# sccpu_run_ctrl

`src/rtl/sccpu_run_ctrl.sv`:
```
`default_nettype none
// ============================================================================
// Module   : sccpu_run_ctrl
// Purpose  : Run-control sequencer for the single-cycle CPU. Streams words
//            into instruction memory while the CPU is held in reset, runs or
//            single-steps the CPU through its clock enable, and dumps the
//            register file through the CPU debug port.
// Revision : 1.0 - initial release
// ============================================================================
module sccpu_run_ctrl #(
  parameter int IM_AW = 7,
  parameter int NREG  = 32
) (
  input  logic             clk,
  input  logic             rst,
  input  logic             cmd_valid,
  output logic             cmd_ready,
  input  logic [1:0]       cmd_op,
  input  logic [31:0]      cmd_arg,
  input  logic             stop,
  input  logic             ld_valid,
  output logic             ld_ready,
  input  logic [31:0]      ld_data,
  output logic             im_we,
  output logic [IM_AW-1:0] im_addr,
  output logic [31:0]      im_wdata,
  output logic             cpu_rst,
  output logic             cpu_ce,
  output logic [4:0]       reg_sel,
  input  logic [31:0]      reg_data,
  output logic             dump_valid,
  input  logic             dump_ready,
  output logic [31:0]      dump_data,
  output logic             dump_last,
  output logic             busy,
  output logic             done
);

  localparam logic [1:0] OP_LOAD = 2'b00;
  localparam logic [1:0] OP_RUN  = 2'b01;
  localparam logic [1:0] OP_STEP = 2'b10;

  // DUMP is split into a select phase (reg_sel settles for one cycle) and an
  // output phase (word held until the consumer takes it).
  localparam logic [2:0] S_IDLE = 3'd0;
  localparam logic [2:0] S_LOAD = 3'd1;
  localparam logic [2:0] S_RUN  = 3'd2;
  localparam logic [2:0] S_STEP = 3'd3;
  localparam logic [2:0] S_DSEL = 3'd4;
  localparam logic [2:0] S_DOUT = 3'd5;

  localparam logic [31:0] IM_DEPTH = 32'(1 << IM_AW);
  localparam logic [4:0]  LAST_SEL = 5'(NREG - 1);

  logic [2:0]       state_q, state_d;
  logic [IM_AW:0]   nc_q, nc_d;          // words to load, already clipped to IM size
  logic [IM_AW:0]   ld_idx_q, ld_idx_d;  // index of the next word to accept
  logic [31:0]      run_cnt_q, run_cnt_d;// remaining ce cycles after the current one
  logic             cpu_rst_q, cpu_rst_d;
  logic             cpu_ce_q, cpu_ce_d;
  logic             im_we_q, im_we_d;
  logic [IM_AW-1:0] im_addr_q, im_addr_d;
  logic [31:0]      im_wdata_q, im_wdata_d;
  logic [4:0]       reg_sel_q, reg_sel_d;
  logic             dump_valid_q, dump_valid_d;
  logic [31:0]      dump_data_q, dump_data_d;
  logic             dump_last_q, dump_last_d;
  logic             done_q, done_d;

  logic             cmd_fire;
  logic             ld_fire;
  logic             arg_zero;
  logic [IM_AW:0]   arg_clip;

  assign cmd_ready = (state_q == S_IDLE);
  assign ld_ready  = (state_q == S_LOAD);
  assign busy      = !cmd_ready;
  assign cmd_fire  = cmd_valid && cmd_ready;
  assign ld_fire   = ld_valid && ld_ready;
  assign arg_zero  = (cmd_arg == 32'd0);
  assign arg_clip  = (cmd_arg > IM_DEPTH) ? IM_DEPTH[IM_AW:0] : cmd_arg[IM_AW:0];

  // State register
  always_ff @(posedge clk or posedge rst) begin
    if (rst) begin
      state_q <= S_IDLE;
    end else begin
      state_q <= state_d;
    end
  end

  // Next-state logic; zero-length LOAD/RUN never leave IDLE
  always_comb begin
    state_d = state_q;
    case (state_q)
      S_IDLE: begin
        if (cmd_fire) begin
          case (cmd_op)
            OP_LOAD: state_d = arg_zero ? S_IDLE : S_LOAD;
            OP_RUN:  state_d = arg_zero ? S_IDLE : S_RUN;
            OP_STEP: state_d = S_STEP;
            default: state_d = S_DSEL;
          endcase
        end
      end
      S_LOAD: if (ld_fire && ((ld_idx_q + 1'b1) == nc_q)) state_d = S_IDLE;
      S_RUN:  if (stop || (run_cnt_q == 32'd0)) state_d = S_IDLE;
      S_STEP: state_d = S_IDLE;
      S_DSEL: state_d = S_DOUT;
      S_DOUT: if (dump_ready) state_d = dump_last_q ? S_IDLE : S_DSEL;
      default: state_d = S_IDLE;
    endcase
  end

  // Output/datapath next values for every registered output
  always_comb begin
    nc_d         = nc_q;
    ld_idx_d     = ld_idx_q;
    run_cnt_d    = run_cnt_q;
    cpu_rst_d    = cpu_rst_q;
    cpu_ce_d     = 1'b0;
    im_we_d      = 1'b0;
    im_addr_d    = im_addr_q;
    im_wdata_d   = im_wdata_q;
    reg_sel_d    = reg_sel_q;
    dump_valid_d = dump_valid_q;
    dump_data_d  = dump_data_q;
    dump_last_d  = dump_last_q;
    // A command accepted in IDLE that does not leave IDLE also completes.
    done_d       = ((state_q != S_IDLE) || cmd_fire) && (state_d == S_IDLE);
    case (state_q)
      S_IDLE: begin
        if (cmd_fire) begin
          case (cmd_op)
            OP_LOAD: begin
              cpu_rst_d = 1'b1;
              nc_d      = arg_clip;
              ld_idx_d  = '0;
            end
            OP_RUN: begin
              cpu_rst_d = 1'b0;
              cpu_ce_d  = !arg_zero;
              run_cnt_d = cmd_arg - 32'd1;
            end
            OP_STEP: begin
              cpu_rst_d = 1'b0;
              cpu_ce_d  = 1'b1;
            end
            default: reg_sel_d = '0;
          endcase
        end
      end
      S_LOAD: begin
        if (ld_fire) begin
          im_we_d    = 1'b1;
          im_addr_d  = ld_idx_q[IM_AW-1:0];
          im_wdata_d = ld_data;
          ld_idx_d   = ld_idx_q + 1'b1;
        end
      end
      S_RUN: begin
        if (!stop && (run_cnt_q != 32'd0)) begin
          cpu_ce_d  = 1'b1;
          run_cnt_d = run_cnt_q - 32'd1;
        end
      end
      S_DSEL: begin
        dump_valid_d = 1'b1;
        dump_data_d  = reg_data;
        dump_last_d  = (reg_sel_q == LAST_SEL);
      end
      S_DOUT: begin
        if (dump_ready) begin
          dump_valid_d = 1'b0;
          dump_last_d  = 1'b0;
          reg_sel_d    = dump_last_q ? 5'd0 : (reg_sel_q + 5'd1);
        end
      end
      default: begin
      end
    endcase
  end

  // Registered outputs and counters; rst aborts everything at once
  always_ff @(posedge clk or posedge rst) begin
    if (rst) begin
      nc_q         <= '0;
      ld_idx_q     <= '0;
      run_cnt_q    <= '0;
      cpu_rst_q    <= 1'b1;
      cpu_ce_q     <= 1'b0;
      im_we_q      <= 1'b0;
      im_addr_q    <= '0;
      im_wdata_q   <= '0;
      reg_sel_q    <= '0;
      dump_valid_q <= 1'b0;
      dump_data_q  <= '0;
      dump_last_q  <= 1'b0;
      done_q       <= 1'b0;
    end else begin
      nc_q         <= nc_d;
      ld_idx_q     <= ld_idx_d;
      run_cnt_q    <= run_cnt_d;
      cpu_rst_q    <= cpu_rst_d;
      cpu_ce_q     <= cpu_ce_d;
      im_we_q      <= im_we_d;
      im_addr_q    <= im_addr_d;
      im_wdata_q   <= im_wdata_d;
      reg_sel_q    <= reg_sel_d;
      dump_valid_q <= dump_valid_d;
      dump_data_q  <= dump_data_d;
      dump_last_q  <= dump_last_d;
      done_q       <= done_d;
    end
  end

  assign cpu_rst    = cpu_rst_q;
  assign cpu_ce     = cpu_ce_q;
  assign im_we      = im_we_q;
  assign im_addr    = im_addr_q;
  assign im_wdata   = im_wdata_q;
  assign reg_sel    = reg_sel_q;
  assign dump_valid = dump_valid_q;
  assign dump_data  = dump_data_q;
  assign dump_last  = dump_last_q;
  assign done       = done_q;

endmodule
`default_nettype wire

```
`config.mk`:
```
export PLATFORM = sky130hd
export DESIGN_NAME = sccpu_run_ctrl
export DESIGN_NICKNAME = d
export VERILOG_FILES = /design/src/rtl/sccpu_run_ctrl.sv
export SDC_FILE = /design/constraint.sdc
export NUM_CORES = 1
export LEC_CHECK = 0
export ABC_AREA = 1
export CAP_MARGIN = 40
export CORE_MARGIN = 8
export CORE_UTILIZATION = 54
export DETAILED_ROUTE_END_ITERATION = 8
export GPL_ROUTABILITY_DRIVEN = 0
export PLACE_DENSITY = 0.87
export SLEW_MARGIN = 40
export SYNTH_ARGS = -nofsm -noshare
export SYNTH_HDL_FRONTEND = slang
export SYNTH_SLANG_ARGS = --single-unit
export TNS_END_PERCENT = 20
```
`constraint.sdc`:
```
create_clock -name clk -period 7.3 [get_ports clk]
set_input_delay 0.73 -clock clk [delete_from_list [all_inputs] [get_ports clk]]
set_output_delay 0.73 -clock clk [all_outputs]
set_load 0.01 [all_outputs]
```
# seq_det_param_flat

<file path="src/rtl/seq_det_param_if.sv">
//------------------------------------------------------------------------------
// Module : seq_det_param_if
// Brief  : Stream, configuration and result signals of the pattern detector.
//          SEQ_DET_MASK_EN adds the per-bit compare mask input cfg_mask.
// Rev    : 1.0 - initial release
//------------------------------------------------------------------------------
`default_nettype none

interface seq_det_param_if #(
    parameter int PAT_W = 4,
    parameter int CNT_W = 8
);
    logic             in_valid;
    logic             in_bit;
    logic             cfg_we;
    logic [PAT_W-1:0] cfg_pat;
    logic             cfg_overlap;
`ifdef SEQ_DET_MASK_EN
    logic [PAT_W-1:0] cfg_mask;
`endif
    logic             cnt_clr;
    logic             match;
    logic [CNT_W-1:0] match_cnt;
    logic             armed;

    modport master (
`ifdef SEQ_DET_MASK_EN
        output cfg_mask,
`endif
        output in_valid, in_bit, cfg_we, cfg_pat, cfg_overlap, cnt_clr,
        input  match, match_cnt, armed
    );

    modport slave (
`ifdef SEQ_DET_MASK_EN
        input  cfg_mask,
`endif
        input  in_valid, in_bit, cfg_we, cfg_pat, cfg_overlap, cnt_clr,
        output match, match_cnt, armed
    );
endinterface

`default_nettype wire

</file>
<file path="src/rtl/seq_det_param.sv">
//------------------------------------------------------------------------------
// Module : seq_det_param
// Brief  : Runtime-programmable serial pattern detector with overlap select,
//          registered match pulse and saturating match counter.
//          Optional: SEQ_DET_MASK_EN adds a per-bit don't-care compare mask.
// Rev    : 1.0 - initial release
//------------------------------------------------------------------------------
`default_nettype none

module seq_det_param #(
    parameter int PAT_W = 4,
    parameter int CNT_W = 8
) (
    input  wire               clk,
    input  wire               rst,
    seq_det_param_if.slave    bus
);
    localparam int                 FILL_W  = $clog2(PAT_W + 1);
    localparam logic [FILL_W-1:0]  c_FULL  = FILL_W'(PAT_W);
    localparam logic [FILL_W-1:0]  c_ONE   = FILL_W'(1);

    // Configuration registers
    logic [PAT_W-1:0]  r_pat;
    logic              r_overlap;
    logic [PAT_W-1:0]  r_mask;

    // Detector state
    logic [PAT_W-1:0]  r_hist;
    logic [FILL_W-1:0] r_fill;
    logic              r_match;
    logic [CNT_W-1:0]  r_cnt;
    logic              r_armed;

    // Next-state values
    logic [PAT_W-1:0]  w_pat_nxt;
    logic              w_overlap_nxt;
    logic [PAT_W-1:0]  w_mask_nxt;
    logic [PAT_W-1:0]  w_hist_nxt;
    logic [FILL_W-1:0] w_fill_nxt;
    logic              w_match_nxt;
    logic [CNT_W-1:0]  w_cnt_nxt;

    logic [PAT_W-1:0]  w_candidate;
    logic [FILL_W-1:0] w_fill_inc;
    logic              w_cmp_eq;
    logic              w_hit;

    assign w_candidate = {r_hist[PAT_W-2:0], bus.in_bit};
    assign w_fill_inc  = (r_fill == c_FULL) ? c_FULL : (r_fill + c_ONE);

`ifdef SEQ_DET_MASK_EN
    assign w_cmp_eq = (((w_candidate ^ r_pat) & r_mask) == '0);
`else
    assign w_cmp_eq = (w_candidate == r_pat);
`endif

    // A bit arriving with cfg_we is discarded, so it can never complete a hit.
    assign w_hit = bus.in_valid && !bus.cfg_we && (w_fill_inc == c_FULL) && w_cmp_eq;

    //--------------------------------------------------------------------------
    // State register
    //--------------------------------------------------------------------------
    always_ff @(posedge clk) begin
        if (rst) begin
            r_pat     <= '0;
            r_overlap <= 1'b1;
            r_mask    <= '1;
            r_hist    <= '0;
            r_fill    <= '0;
            r_match   <= 1'b0;
            r_cnt     <= '0;
            r_armed   <= 1'b0;
        end else begin
            r_pat     <= w_pat_nxt;
            r_overlap <= w_overlap_nxt;
            r_mask    <= w_mask_nxt;
            r_hist    <= w_hist_nxt;
            r_fill    <= w_fill_nxt;
            r_match   <= w_match_nxt;
            r_cnt     <= w_cnt_nxt;
            r_armed   <= (w_fill_nxt == c_FULL);
        end
    end

    //--------------------------------------------------------------------------
    // Next-state logic
    //--------------------------------------------------------------------------
    always_comb begin
        w_pat_nxt     = r_pat;
        w_overlap_nxt = r_overlap;
        w_mask_nxt    = r_mask;
        w_hist_nxt    = r_hist;
        w_fill_nxt    = r_fill;
        w_match_nxt   = w_hit;
        w_cnt_nxt     = r_cnt;

        if (bus.cfg_we) begin
            w_pat_nxt     = bus.cfg_pat;
            w_overlap_nxt = bus.cfg_overlap;
`ifdef SEQ_DET_MASK_EN
            w_mask_nxt    = bus.cfg_mask;
`else
            w_mask_nxt    = '1;
`endif
            w_hist_nxt    = '0;
            w_fill_nxt    = '0;
        end else if (bus.in_valid) begin
            if (w_hit && !r_overlap) begin
                w_hist_nxt = '0;
                w_fill_nxt = '0;
            end else begin
                w_hist_nxt = w_candidate;
                w_fill_nxt = w_fill_inc;
            end
        end

        // Clear beats a coincident hit; that hit still pulses match.
        if (bus.cnt_clr) begin
            w_cnt_nxt = '0;
        end else if (w_hit && !(&r_cnt)) begin
            w_cnt_nxt = r_cnt + CNT_W'(1);
        end
    end

    //--------------------------------------------------------------------------
    // Outputs
    //--------------------------------------------------------------------------
    always_comb begin
        bus.match     = r_match;
        bus.match_cnt = r_cnt;
        bus.armed     = r_armed;
    end

endmodule

`default_nettype wire

</file>
<file path="src/flat_wrapper.sv">
// flat-port wrapper written by rule: the top's interface ports become plain ports
module seq_det_param_flat 
#(
    parameter int PAT_W = 4,
    parameter int CNT_W = 8
)
  (clk, rst, bus_in_valid, bus_in_bit, bus_cfg_we, bus_cfg_pat, bus_cfg_overlap, bus_cnt_clr, bus_match, bus_match_cnt, bus_armed);
  seq_det_param_if #(.PAT_W(PAT_W), .CNT_W(CNT_W)) bus_i ();
  input  wire clk;
  input  wire rst;
  input wire logic [$bits(bus_i.in_valid)-1:0] bus_in_valid;
  input wire logic [$bits(bus_i.in_bit)-1:0] bus_in_bit;
  input wire logic [$bits(bus_i.cfg_we)-1:0] bus_cfg_we;
  input wire logic [$bits(bus_i.cfg_pat)-1:0] bus_cfg_pat;
  input wire logic [$bits(bus_i.cfg_overlap)-1:0] bus_cfg_overlap;
  input wire logic [$bits(bus_i.cnt_clr)-1:0] bus_cnt_clr;
  output wire logic [$bits(bus_i.match)-1:0] bus_match;
  output wire logic [$bits(bus_i.match_cnt)-1:0] bus_match_cnt;
  output wire logic [$bits(bus_i.armed)-1:0] bus_armed;
  assign bus_i.in_valid = bus_in_valid;
  assign bus_i.in_bit = bus_in_bit;
  assign bus_i.cfg_we = bus_cfg_we;
  assign bus_i.cfg_pat = bus_cfg_pat;
  assign bus_i.cfg_overlap = bus_cfg_overlap;
  assign bus_i.cnt_clr = bus_cnt_clr;
  assign bus_match = bus_i.match;
  assign bus_match_cnt = bus_i.match_cnt;
  assign bus_armed = bus_i.armed;
  seq_det_param #(.PAT_W(PAT_W), .CNT_W(CNT_W)) u_core (.clk(clk), .rst(rst), .bus(bus_i));
endmodule
</file>
<file path="config.mk">
export PLATFORM = sky130hd
export DESIGN_NAME = seq_det_param_flat
export DESIGN_NICKNAME = d
export VERILOG_FILES = /design/src/rtl/seq_det_param_if.sv /design/src/rtl/seq_det_param.sv /design/src/flat_wrapper.sv
export SDC_FILE = /design/constraint.sdc
export NUM_CORES = 1
export LEC_CHECK = 0
export ABC_AREA = 1
export CELL_PAD_IN_SITES_DETAIL_PLACEMENT = 1
export CELL_PAD_IN_SITES_GLOBAL_PLACEMENT = 1
export CORE_MARGIN = 2
export CORE_UTILIZATION = 36
export CTS_CLUSTER_SIZE = 40
export DETAILED_ROUTE_END_ITERATION = 7
export GPL_TIMING_DRIVEN = 0
export PLACE_DENSITY_LB_ADDON = 0.3
export RECOVER_POWER = 25
export SETUP_SLACK_MARGIN = 0.5
export SYNTH_ARGS = -nofsm -noshare
export SYNTH_HDL_FRONTEND = slang
export SYNTH_SLANG_ARGS = --single-unit
</file>
<file path="constraint.sdc">
create_clock -name clk -period 1.95 [get_ports clk]
set_input_delay 0.39 -clock clk [delete_from_list [all_inputs] [get_ports clk]]
set_output_delay 0.39 -clock clk [all_outputs]
set_load 0.01 [all_outputs]
</file>
# spi_reg_slave

[src/rtl/spi_reg_slave.sv]
// SPI mode-0 register slave: 16-bit frames {R/W, addr[6:0], data[7:0]},
// oversampled in the clk_in domain through 2-flop synchronizers.
// Optional feature macro: SPI_READBACK_EN -- when defined, read frames shift
// reg_rdata_in out on spi_miso_out; otherwise spi_miso_out is tied low.
module spi_reg_slave (
  input  logic       clk_in,
  input  logic       reset_in,
  input  logic       spi_cs_in,
  input  logic       spi_sclk_in,
  input  logic       spi_mosi_in,
  output logic       spi_miso_out,
  output logic [6:0] reg_addr_out,
  output logic [7:0] reg_wdata_out,
  output logic       reg_we_out,
  input  logic [7:0] reg_rdata_in
);

  typedef enum logic [1:0] {S_IDLE, S_CMD, S_DATA, S_DONE} state_e;

  state_e     state_q, state_d;
  logic [3:0] bit_cnt_q, bit_cnt_d;
  logic [6:0] shift_q, shift_d;
  logic       rw_q, rw_d;
  logic [6:0] addr_q, addr_d;
  logic [7:0] wdata_q, wdata_d;
  logic       we_q, we_d;
  logic       armed_q, armed_d;
  logic [1:0] settle_q;

  logic cs_meta_q, cs_sync_q, cs_prev_q;
  logic sclk_meta_q, sclk_sync_q, sclk_prev_q;
  logic mosi_meta_q, mosi_sync_q;

  logic cs_fall, cs_rise, sclk_rise, sclk_fall;

  // Synchronize the SPI pins and keep one delayed copy for edge detection.
  // NOTE: sequential state uses non-blocking assignments so every flop samples
  // the pre-edge value of its neighbours, which is what makes the sync chain work.
  always_ff @(posedge clk_in) begin
    if (reset_in) begin
      cs_meta_q   <= 1'b1;
      cs_sync_q   <= 1'b1;
      cs_prev_q   <= 1'b1;
      sclk_meta_q <= 1'b0;
      sclk_sync_q <= 1'b0;
      sclk_prev_q <= 1'b0;
      mosi_meta_q <= 1'b0;
      mosi_sync_q <= 1'b0;
      settle_q    <= 2'b00;
    end else begin
      cs_meta_q   <= spi_cs_in;
      cs_sync_q   <= cs_meta_q;
      cs_prev_q   <= cs_sync_q;
      sclk_meta_q <= spi_sclk_in;
      sclk_sync_q <= sclk_meta_q;
      sclk_prev_q <= sclk_sync_q;
      mosi_meta_q <= spi_mosi_in;
      mosi_sync_q <= mosi_meta_q;
      settle_q    <= {settle_q[0], 1'b1};
    end
  end

  assign cs_fall   =  cs_prev_q   & ~cs_sync_q;
  assign cs_rise   = ~cs_prev_q   &  cs_sync_q;
  assign sclk_rise = ~sclk_prev_q &  sclk_sync_q;
  assign sclk_fall =  sclk_prev_q & ~sclk_sync_q;

  // A frame may only start once CS has been seen high after reset, so a CS
  // still held low across reset release does not look like a fresh falling edge.
  assign armed_d = armed_q | (settle_q[1] & cs_sync_q);

  // Frame state register.
  always_ff @(posedge clk_in) begin
    if (reset_in) state_q <= S_IDLE;
    else          state_q <= state_d;
  end

  // Next-state and datapath updates for the frame decoder.
  // NOTE: every variable gets its default first, so no path through the case
  // leaves one unassigned and no latch is inferred.
  always_comb begin
    state_d   = state_q;
    bit_cnt_d = bit_cnt_q;
    shift_d   = shift_q;
    rw_d      = rw_q;
    addr_d    = addr_q;
    wdata_d   = wdata_q;
    we_d      = 1'b0;
    case (state_q)
      S_IDLE: begin
        if (cs_fall && armed_q) begin
          state_d   = S_CMD;
          bit_cnt_d = 4'd0;
        end
      end
      S_CMD: begin
        if (sclk_rise) begin
          shift_d   = {shift_q[5:0], mosi_sync_q};
          bit_cnt_d = bit_cnt_q + 4'd1;
          if (bit_cnt_q == 4'd7) begin
            state_d = S_DATA;
            rw_d    = shift_q[6];
            addr_d  = {shift_q[5:0], mosi_sync_q};
          end
        end
      end
      S_DATA: begin
        if (sclk_rise) begin
          shift_d   = {shift_q[5:0], mosi_sync_q};
          bit_cnt_d = bit_cnt_q + 4'd1;
          if (bit_cnt_q == 4'd15) begin
            state_d = S_DONE;
            if (!rw_q) begin
              we_d    = 1'b1;
              wdata_d = {shift_q, mosi_sync_q};
            end
          end
        end
      end
      S_DONE: begin
        // Surplus SCLK edges are ignored until CS rises.
      end
      default: state_d = S_IDLE;
    endcase
    // CS rising aborts whatever is in flight; a partial frame never writes.
    if (cs_rise) begin
      state_d = S_IDLE;
      we_d    = 1'b0;
      wdata_d = wdata_q;
    end
  end

  // Datapath registers of the frame decoder.
  always_ff @(posedge clk_in) begin
    if (reset_in) begin
      bit_cnt_q <= 4'd0;
      shift_q   <= 7'd0;
      rw_q      <= 1'b0;
      addr_q    <= 7'd0;
      wdata_q   <= 8'd0;
      we_q      <= 1'b0;
      armed_q   <= 1'b0;
    end else begin
      bit_cnt_q <= bit_cnt_d;
      shift_q   <= shift_d;
      rw_q      <= rw_d;
      addr_q    <= addr_d;
      wdata_q   <= wdata_d;
      we_q      <= we_d;
      armed_q   <= armed_d;
    end
  end

  assign reg_addr_out  = addr_q;
  assign reg_wdata_out = wdata_q;
  assign reg_we_out    = we_q;

`ifdef SPI_READBACK_EN
  logic       miso_q, miso_d;
  logic       rd_load_q, rd_load_d;
  logic [7:0] rd_shift_q, rd_shift_d;

  // Capture read data one cycle after the address lands, then shift it out
  // MSB first on each falling SCLK edge of the data phase.
  always_comb begin
    miso_d     = miso_q;
    rd_shift_d = rd_shift_q;
    rd_load_d  = (state_q == S_CMD) && sclk_rise && (bit_cnt_q == 4'd7) && shift_q[6];
    if (rd_load_q) rd_shift_d = reg_rdata_in;
    if ((state_q == S_DATA) && rw_q && sclk_fall) begin
      miso_d     = rd_shift_q[7];
      rd_shift_d = {rd_shift_q[6:0], 1'b0};
    end
    if (state_d != S_DATA) miso_d = 1'b0;
  end

  // Readback registers.
  always_ff @(posedge clk_in) begin
    if (reset_in) begin
      miso_q     <= 1'b0;
      rd_load_q  <= 1'b0;
      rd_shift_q <= 8'd0;
    end else begin
      miso_q     <= miso_d;
      rd_load_q  <= rd_load_d;
      rd_shift_q <= rd_shift_d;
    end
  end

  assign spi_miso_out = miso_q;
`else
  logic unused_rdata;
  assign unused_rdata = ^reg_rdata_in;
  assign spi_miso_out = 1'b0;
`endif

endmodule

[config.mk]
export PLATFORM = sky130hd
export DESIGN_NAME = spi_reg_slave
export DESIGN_NICKNAME = d
export VERILOG_FILES = /design/src/rtl/spi_reg_slave.sv
export SDC_FILE = /design/constraint.sdc
export NUM_CORES = 1
export LEC_CHECK = 0
export ABC_AREA = 1
export CORE_ASPECT_RATIO = 1.4
export CORE_MARGIN = 2
export CORE_UTILIZATION = 32
export CTS_BUF_LIST = sky130_fd_sc_hd__clkbuf_16
export CTS_CLUSTER_DIAMETER = 80
export DETAILED_ROUTE_END_ITERATION = 7
export GPL_TIMING_DRIVEN = 0
export PLACE_DENSITY_LB_ADDON = 0.2
export SYNTH_ARGS = -nofsm -noshare
export SYNTH_HDL_FRONTEND = slang
export SYNTH_SLANG_ARGS = --single-unit
[constraint.sdc]
create_clock -name clk_in -period 3.1 [get_ports clk_in]
set_clock_uncertainty 0.05 [all_clocks]
set_input_delay 0.62 -clock clk_in [delete_from_list [all_inputs] [get_ports clk_in]]
set_output_delay 0.62 -clock clk_in [all_outputs]
set_load 0.02 [all_outputs]
# dct_da_accumulator_flat

## config.mk

```make
export PLATFORM = sky130hd
export DESIGN_NAME = dct_da_accumulator_flat
export DESIGN_NICKNAME = d
export VERILOG_FILES = /design/src/rtl/dct_da_pkg.sv /design/src/rtl/dct_da_accumulator_if.sv /design/src/rtl/dct_da_addr_fold.sv /design/src/rtl/dct_da_accumulator.sv /design/src/flat_wrapper.sv
export SDC_FILE = /design/constraint.sdc
export NUM_CORES = 1
export LEC_CHECK = 0
export CORE_ASPECT_RATIO = 0.75
export CORE_MARGIN = 5
export CORE_UTILIZATION = 55
export DETAILED_ROUTE_END_ITERATION = 12
export PLACE_DENSITY = 0.8
export SETUP_SLACK_MARGIN = 0.4
export SLEW_MARGIN = 20
export SYNTH_ARGS = -nofsm -noshare
export SYNTH_HDL_FRONTEND = slang
export SYNTH_SLANG_ARGS = --single-unit
```

## constraint.sdc

```tcl
create_clock -name clk -period 5.7 [get_ports clk]
set_input_delay 0.855 -clock clk [delete_from_list [all_inputs] [get_ports clk]]
set_output_delay 0.855 -clock clk [all_outputs]
set_load 0.005 [all_outputs]
```

## src/rtl/dct_da_pkg.sv

```systemverilog
// Shared constants, state encoding and helpers for the bit-serial DA coefficient engine.
// Honours DCT_DA_ROUND_EN: when defined, the result port narrows to OUT_W with half-up rounding.
package dct_da_pkg;

  localparam int SAMPLE_W = 8;
  localparam int ROM_W    = 16;
  localparam int FRAC_EXT = 8;
  localparam int ACC_W    = 26;
  localparam int OUT_W    = 16;
  localparam int CNT_W    = $clog2(SAMPLE_W);

`ifdef DCT_DA_ROUND_EN
  localparam int Y_W      = OUT_W;
  localparam int DROP_W   = ACC_W - OUT_W;
  localparam logic signed [ACC_W-1:0] ROUND_HALF = ACC_W'(1) <<< (DROP_W - 1);
`else
  localparam int Y_W      = ACC_W;
`endif

  // Cancels the offset-binary bias so an all-zero sample set yields exactly zero.
  localparam logic signed [ACC_W-1:0] OFFSET = ACC_W'(-46342);

  localparam logic [ROM_W-1:0] C4_P   = 16'h2D41;
  localparam logic [ROM_W-1:0] C4_N   = 16'hD2BE;
  localparam logic [ROM_W-1:0] C4X2_N = 16'hA57D;

  typedef enum logic [1:0] {
    ST_IDLE,
    ST_SHIFT,
    ST_SIGN,
    ST_DONE
  } state_t;

  function automatic logic signed [ACC_W-1:0] extend_q(input logic signed [ROM_W-1:0] q);
    logic signed [ACC_W-1:0] qx;
    qx = ACC_W'(q);
    return qx <<< FRAC_EXT;
  endfunction

endpackage

```

## src/rtl/dct_da_accumulator_if.sv

```systemverilog
// Sample handshake, ROM port and result handshake of the DA coefficient engine.
// Result width follows DCT_DA_ROUND_EN through dct_da_pkg::Y_W.
interface dct_da_accumulator_if;
  import dct_da_pkg::*;

  logic                    in_valid;
  logic                    in_ready;
  logic [4*SAMPLE_W-1:0]   x_in;
  logic [2:0]              rom_addr;
  logic                    rom_cs;
  logic [ROM_W-1:0]        rom_data;
  logic                    out_valid;
  logic                    out_ready;
  logic [Y_W-1:0]          y_out;

  modport master (
    output in_valid, x_in, rom_data, out_ready,
    input  in_ready, rom_addr, rom_cs, out_valid, y_out
  );

  modport slave (
    input  in_valid, x_in, rom_data, out_ready,
    output in_ready, rom_addr, rom_cs, out_valid, y_out
  );

endinterface

```

## src/rtl/dct_da_addr_fold.sv

```systemverilog
// Selects one bit plane of the four latched samples and folds it onto the half-size ROM.
module dct_da_addr_fold
  import dct_da_pkg::*;
(
  input  logic [4*SAMPLE_W-1:0] x_set,
  input  logic [CNT_W-1:0]      plane,
  output logic [2:0]            addr,
  output logic                  neg
);

  logic [3:0] plane_bits;

  generate
    for (genvar gi = 0; gi < 4; gi++) begin : g_plane
      logic [SAMPLE_W-1:0] sample;
      assign sample         = x_set[gi*SAMPLE_W +: SAMPLE_W];
      assign plane_bits[gi] = sample[plane];
    end
  endgenerate

  // x0's bit picks the mirrored half: invert the other bits and negate the ROM word.
  assign addr = {plane_bits[1], plane_bits[2], plane_bits[3]} ^ {3{plane_bits[0]}};
  assign neg  = plane_bits[0];

endmodule

```

## src/rtl/dct_da_accumulator.sv

```systemverilog
// Bit-serial DA engine: walks sample bit planes LSB first and shift-accumulates ROM partial sums.
// DCT_DA_ROUND_EN selects a rounded OUT_W result instead of the full ACC_W accumulator value.
module dct_da_accumulator
  import dct_da_pkg::*;
(
  input  logic               clk,
  input  logic               rst,
  dct_da_accumulator_if.slave bus
);

  state_t                   state_reg, state_next;
  logic [4*SAMPLE_W-1:0]    x_reg;
  logic [CNT_W-1:0]         bit_cnt_reg;
  logic signed [ACC_W-1:0]  acc_reg;
  logic [Y_W-1:0]           y_reg;

  logic [2:0]               fold_addr;
  logic                     fold_neg;
  logic                     rom_cs;
  logic signed [ROM_W-1:0]  rom_q;
  logic signed [ACC_W-1:0]  rom_qe;
  logic signed [ACC_W-1:0]  result;
  logic [Y_W-1:0]           y_next;

  dct_da_addr_fold u_fold (
    .x_set (x_reg),
    .plane (bit_cnt_reg),
    .addr  (fold_addr),
    .neg   (fold_neg)
  );

  assign rom_q  = fold_neg ? -$signed(bus.rom_data) : $signed(bus.rom_data);
  assign rom_qe = extend_q(rom_q);
  // The sign plane carries negative weight, so it is subtracted rather than shifted in.
  assign result = acc_reg - rom_qe + OFFSET;

`ifdef DCT_DA_ROUND_EN
  assign y_next = Y_W'((result + ROUND_HALF) >>> DROP_W);
`else
  assign y_next = result;
`endif

  always_comb begin
    state_next    = state_reg;
    bus.in_ready  = 1'b0;
    bus.out_valid = 1'b0;
    rom_cs        = 1'b0;
    unique case (state_reg)
      ST_IDLE: begin
        bus.in_ready = 1'b1;
        if (bus.in_valid) state_next = ST_SHIFT;
      end
      ST_SHIFT: begin
        rom_cs = 1'b1;
        if (bit_cnt_reg == CNT_W'(SAMPLE_W - 2)) state_next = ST_SIGN;
      end
      ST_SIGN: begin
        rom_cs     = 1'b1;
        state_next = ST_DONE;
      end
      ST_DONE: begin
        bus.out_valid = 1'b1;
        if (bus.out_ready) state_next = ST_IDLE;
      end
      default: state_next = ST_IDLE;
    endcase
  end

  assign bus.rom_cs   = rom_cs;
  assign bus.rom_addr = rom_cs ? fold_addr : 3'b000;
  assign bus.y_out    = y_reg;

  always_ff @(posedge clk) begin
    if (rst) begin
      state_reg   <= ST_IDLE;
      x_reg       <= '0;
      bit_cnt_reg <= '0;
      acc_reg     <= '0;
      y_reg       <= '0;
    end else begin
      state_reg <= state_next;
      unique case (state_reg)
        ST_IDLE: begin
          if (bus.in_valid) begin
            x_reg       <= bus.x_in;
            bit_cnt_reg <= '0;
            acc_reg     <= '0;
          end
        end
        ST_SHIFT: begin
          acc_reg     <= (acc_reg + rom_qe) >>> 1;
          bit_cnt_reg <= bit_cnt_reg + CNT_W'(1);
        end
        ST_SIGN: y_reg <= y_next;
        default: ;
      endcase
    end
  end

endmodule

```

## src/flat_wrapper.sv

```systemverilog
// flat-port wrapper written by rule: the top's interface ports become plain ports
module dct_da_accumulator_flat import dct_da_pkg::*;
  (clk, rst, bus_in_valid, bus_x_in, bus_rom_data, bus_out_ready, bus_in_ready, bus_rom_addr, bus_rom_cs, bus_out_valid, bus_y_out);
  dct_da_accumulator_if bus_i ();
  input  logic clk;
  input  logic rst;
  input wire logic [$bits(bus_i.in_valid)-1:0] bus_in_valid;
  input wire logic [$bits(bus_i.x_in)-1:0] bus_x_in;
  input wire logic [$bits(bus_i.rom_data)-1:0] bus_rom_data;
  input wire logic [$bits(bus_i.out_ready)-1:0] bus_out_ready;
  output wire logic [$bits(bus_i.in_ready)-1:0] bus_in_ready;
  output wire logic [$bits(bus_i.rom_addr)-1:0] bus_rom_addr;
  output wire logic [$bits(bus_i.rom_cs)-1:0] bus_rom_cs;
  output wire logic [$bits(bus_i.out_valid)-1:0] bus_out_valid;
  output wire logic [$bits(bus_i.y_out)-1:0] bus_y_out;
  assign bus_i.in_valid = bus_in_valid;
  assign bus_i.x_in = bus_x_in;
  assign bus_i.rom_data = bus_rom_data;
  assign bus_i.out_ready = bus_out_ready;
  assign bus_in_ready = bus_i.in_ready;
  assign bus_rom_addr = bus_i.rom_addr;
  assign bus_rom_cs = bus_i.rom_cs;
  assign bus_out_valid = bus_i.out_valid;
  assign bus_y_out = bus_i.y_out;
  dct_da_accumulator u_core (.clk(clk), .rst(rst), .bus(bus_i));
endmodule
```

**spi_reg_slave: signal wires by layer**

Bar = 20 um.
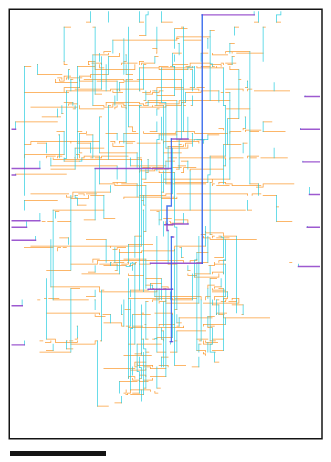
| color | layer | wire length |
|---|---|---|
| orange | met1 | 1440 um |
| cyan | met2 | 1350 um |
| blue | met4 | 92.0 um |
| purple | met3 | 97.0 um |

==> impl_metrics.env, spi_reg_slave <==
# implementation run metrics
export IMPL_outcome="finished, final reports clean"
export IMPL_cp_num_buf_inv=1
export IMPL_yosys_dominant_comb_family="simple AND/OR/NAND/NOR gates"
export IMPL_vias_per_cell=4.18
export IMPL_final_setup_viol_count=0
export IMPL_area_growth_synth_to_final_pct=27.3
export IMPL_initial_utilization_pct=32.6
export IMPL_ir_worst_vdd_uv=390
export IMPL_multiInputGateArea_sq_um=662
export IMPL_cts_hold_buffers=0
export IMPL_finalHoldViolations=0
export IMPL_global_route_usage_met3_pct=3.40
export IMPL_yosys_area_share_xor_xnor_pct=0
export IMPL_cts_clk_slew_worst_paths_ns=0.06
export IMPL_layout_buffer_nonclock_area_share_pct=11.2
export IMPL_clkPwrFrac_pct=41.2
export IMPL_synthesis_area_sq_um=1650
export IMPL_seq_cell_share_pct=39.0
export IMPL_internal_power_mw=1.03
export IMPL_reg2reg_depth=10
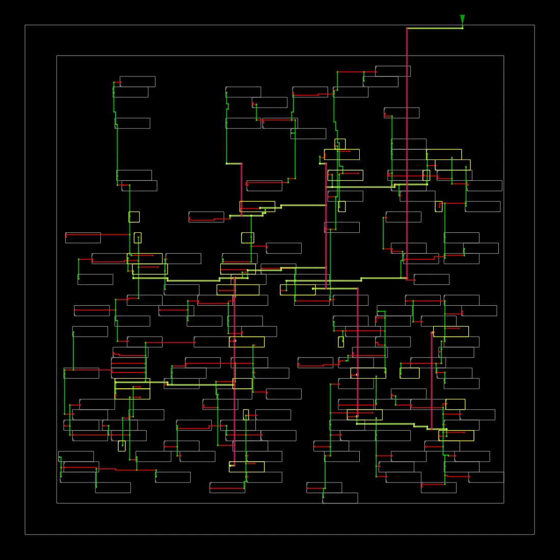
**Above:** sccpu_run_ctrl (clock wiring as the flow saved it).
power dissipated in the clock network: 808 uW
FF+latch count: 133
setup skew after layout: 0.0103 ns
number of clock-tree buffers in the layout: 22

**sccpu_run_ctrl: sequential cells colored by netlist name**

Other sequential cells in the stronger gray, the rest of the logic in the fainter gray.
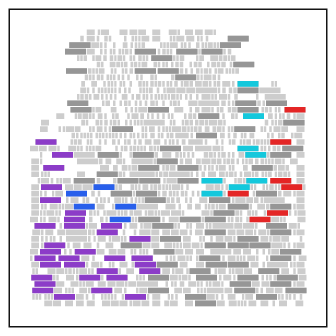
| color | signal | placed flops |
|---|---|---|
| cyan | `nc_q` | 8 |
| purple | `dump_data` | 32 |
| red | `im_addr` | 7 |
| blue | `reg_sel` | 5 |
not colored: 81

==> impl_metrics.env, sccpu_run_ctrl <==
# implementation run metrics
export IMPL_outcome="finished, final reports clean"
export IMPL_post_cts_resize_count=0
export IMPL_yosys_area_share_xor_xnor_pct=1.30
export IMPL_clkPwrFrac_pct=22.8
export IMPL_nonClockBufferCount=195
export IMPL_asyncSetResetFlopFracSynth_pct=100
export IMPL_floorplan_net_count=1133
export IMPL_layout_cells_most_common="sky130_fd_sc_hd__nand2_1"
export IMPL_numSynthFlops=133
export IMPL_holdPathEnd="dump_data[28]"
export IMPL_cts_clk_slew_worst_paths_ns=0.05
export IMPL_clock_tree_from_tritoncts="done"
export IMPL_die_span_y_um=133
export IMPL_die_width_um=133
export IMPL_number_of_standard_cells_in_the_final_layout_excluding_fillers=1394
export IMPL_placeableCoreArea_sq_um=13700
export IMPL_met3_wirelength_um=1590
export IMPL_seq_area_sq_um=3330
export IMPL_worstReg2RegStart="state_q[2]"
export IMPL_max_clock_path_buffers=2
export IMPL_postLayoutCoreUtil_pct=72.8
export IMPL_sh_comb_area_pct=34.8
export IMPL_timing_hold_worst_path_depth=2
export IMPL_final_period_minus_worst_setup_slack_ns=3.24
export IMPL_layout_drive_gt1_share_pct=7.74
export IMPL_place_port_buffers=188
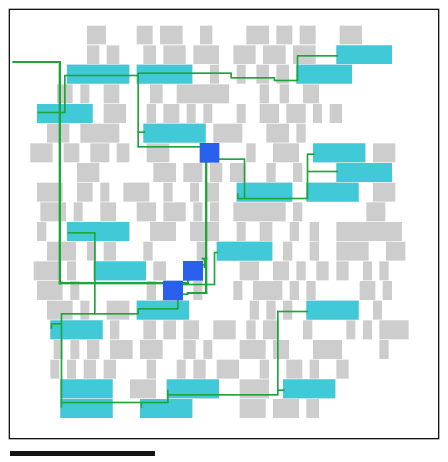
**Above:** seq_det_param_flat (routed clock nets over the placement).
Bar = 20 um.
[green] clock wires | length: 296 um
[blue] cells driving clock nets | count: 3
[cyan] flip-flops | count: 21
routed clock nets: 4

==> impl_metrics.env, seq_det_param_flat <==
# implementation run metrics
export IMPL_outcome="finished, final reports clean"
export IMPL_hold_path_class="in -> reg"
export IMPL_clock_tree_htree_level_count=1
export IMPL_final_hold_worst_slack_ns=0.320
export IMPL_routabilityCongestion=0.798
export IMPL_cp_startpoint="bus_in_valid"
export IMPL_final_nets=198
export IMPL_postLayoutCoreUtil_pct=51.3
export IMPL_floorplan_net_count=167
export IMPL_fill_cells=380
export IMPL_timing_critical_path_to_type="register"
export IMPL_core_rowCount=20
export IMPL_cts_post_setup_buffers_inserted=3
export IMPL_timing_rr_end="u_core.bus.match_cnt[1]"
export IMPL_multiInputGateArea_sq_um=698
export IMPL_io_pins=21
export IMPL_seq_cell_share_pct=28.9
export IMPL_worstReg2RegStart="u_core.bus.match_cnt[0]"
export IMPL_top_usage_layer_grt="met2"
**dct_da_accumulator_flat: pin placement**

Pins as bars across the die edge, other pins in gray.
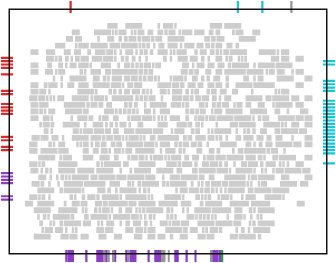
| color | port | pins | direction | edge |
|---|---|---|---|---|
| purple | `bus_x_in` | 32 | input | 26 bottom, 6 left |
| green | `bus_out_valid` | 1 | output | bottom |
| cyan | `bus_y_out` | 26 | output | 24 right, 2 top |
| red | `bus_rom_data` | 16 | input | 15 left, 1 top |

**dct_da_accumulator_flat: signal wires by layer**

Bar = 50 um.
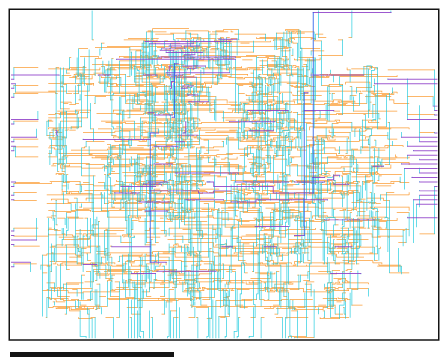
| color | layer | wire length |
|---|---|---|
| blue | met4 | 154 um |
| orange | met1 | 7240 um |
| cyan | met2 | 6340 um |
| purple | met3 | 878 um |

==> impl_metrics.env, dct_da_accumulator_flat <==
# implementation run metrics
export IMPL_timing_critical_path_to_type="register"
export IMPL_routedLengthMet1_um=7240
export IMPL_seq_cell_share_pct=24.6
export IMPL_timing_critical_path_fanout_max=8
export IMPL_place_hpwl_um=11200
export IMPL_groute_layer_met2_usage_pct=35.8
export IMPL_setup_worst_path_end="u_core.bus.y_out[22]"
export IMPL_clock_buffers=12
export IMPL_die_width_um=130
export IMPL_cp_data_required_time_ns=5.93
export IMPL_outcome="finished, final reports clean"
export IMPL_yosys_mux_area_fraction_pct=6.75
export IMPL_nonClockBufferCount=87
export IMPL_grt_use_met1_pct=32.9
export IMPL_crit_arrival_ns=5.22
export IMPL_top_usage_layer_grt="met2"
export IMPL_grt_setup_unrepaired="false"
export IMPL_floorplan_net_count=857
export IMPL_cts_hold_buffers=0
export IMPL_core_rowCount=33


==> screenshots <==
Routed clock nets over the placement.
panel A
Bar = 20 um.
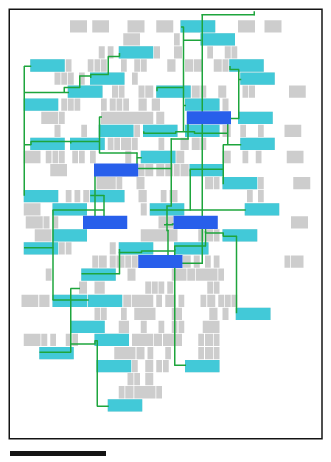
panel B
Bar = 50 um.
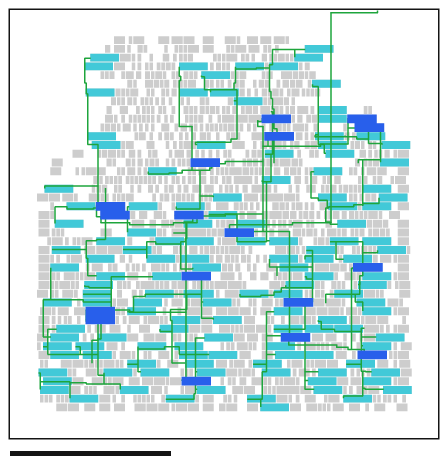
panel C
Bar = 50 um.
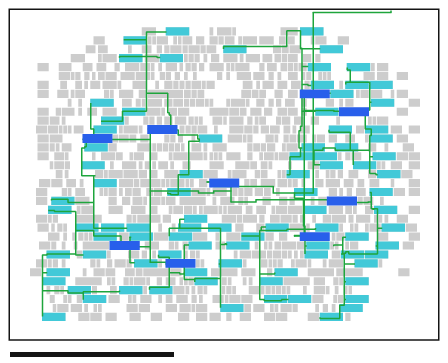
dct_da_accumulator_flat is panel C.
spi_reg_slave is panel A.
sccpu_run_ctrl is panel B.
The one with the fewest sequential cells is panel A.


==> layout pictures side by side <==
Pin placement.
Pins as bars across the die edge, other pins in gray.
picture 1
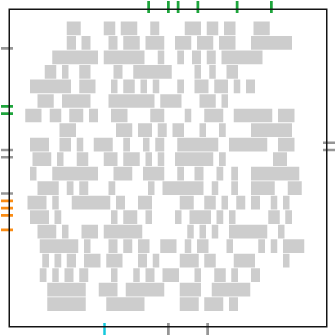
picture 2
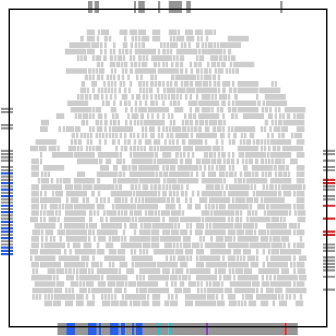
picture 3
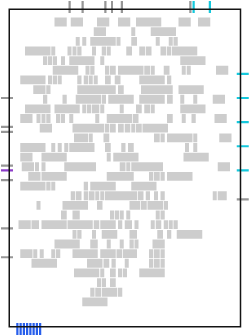
Picture 2 comes from sccpu_run_ctrl.
Picture 1 comes from seq_det_param_flat.
Picture 3 comes from spi_reg_slave.
- fewest pins: picture 1
- most pins: picture 2

Power figures rest on the tool's default switching activity, not on a simulated workload.
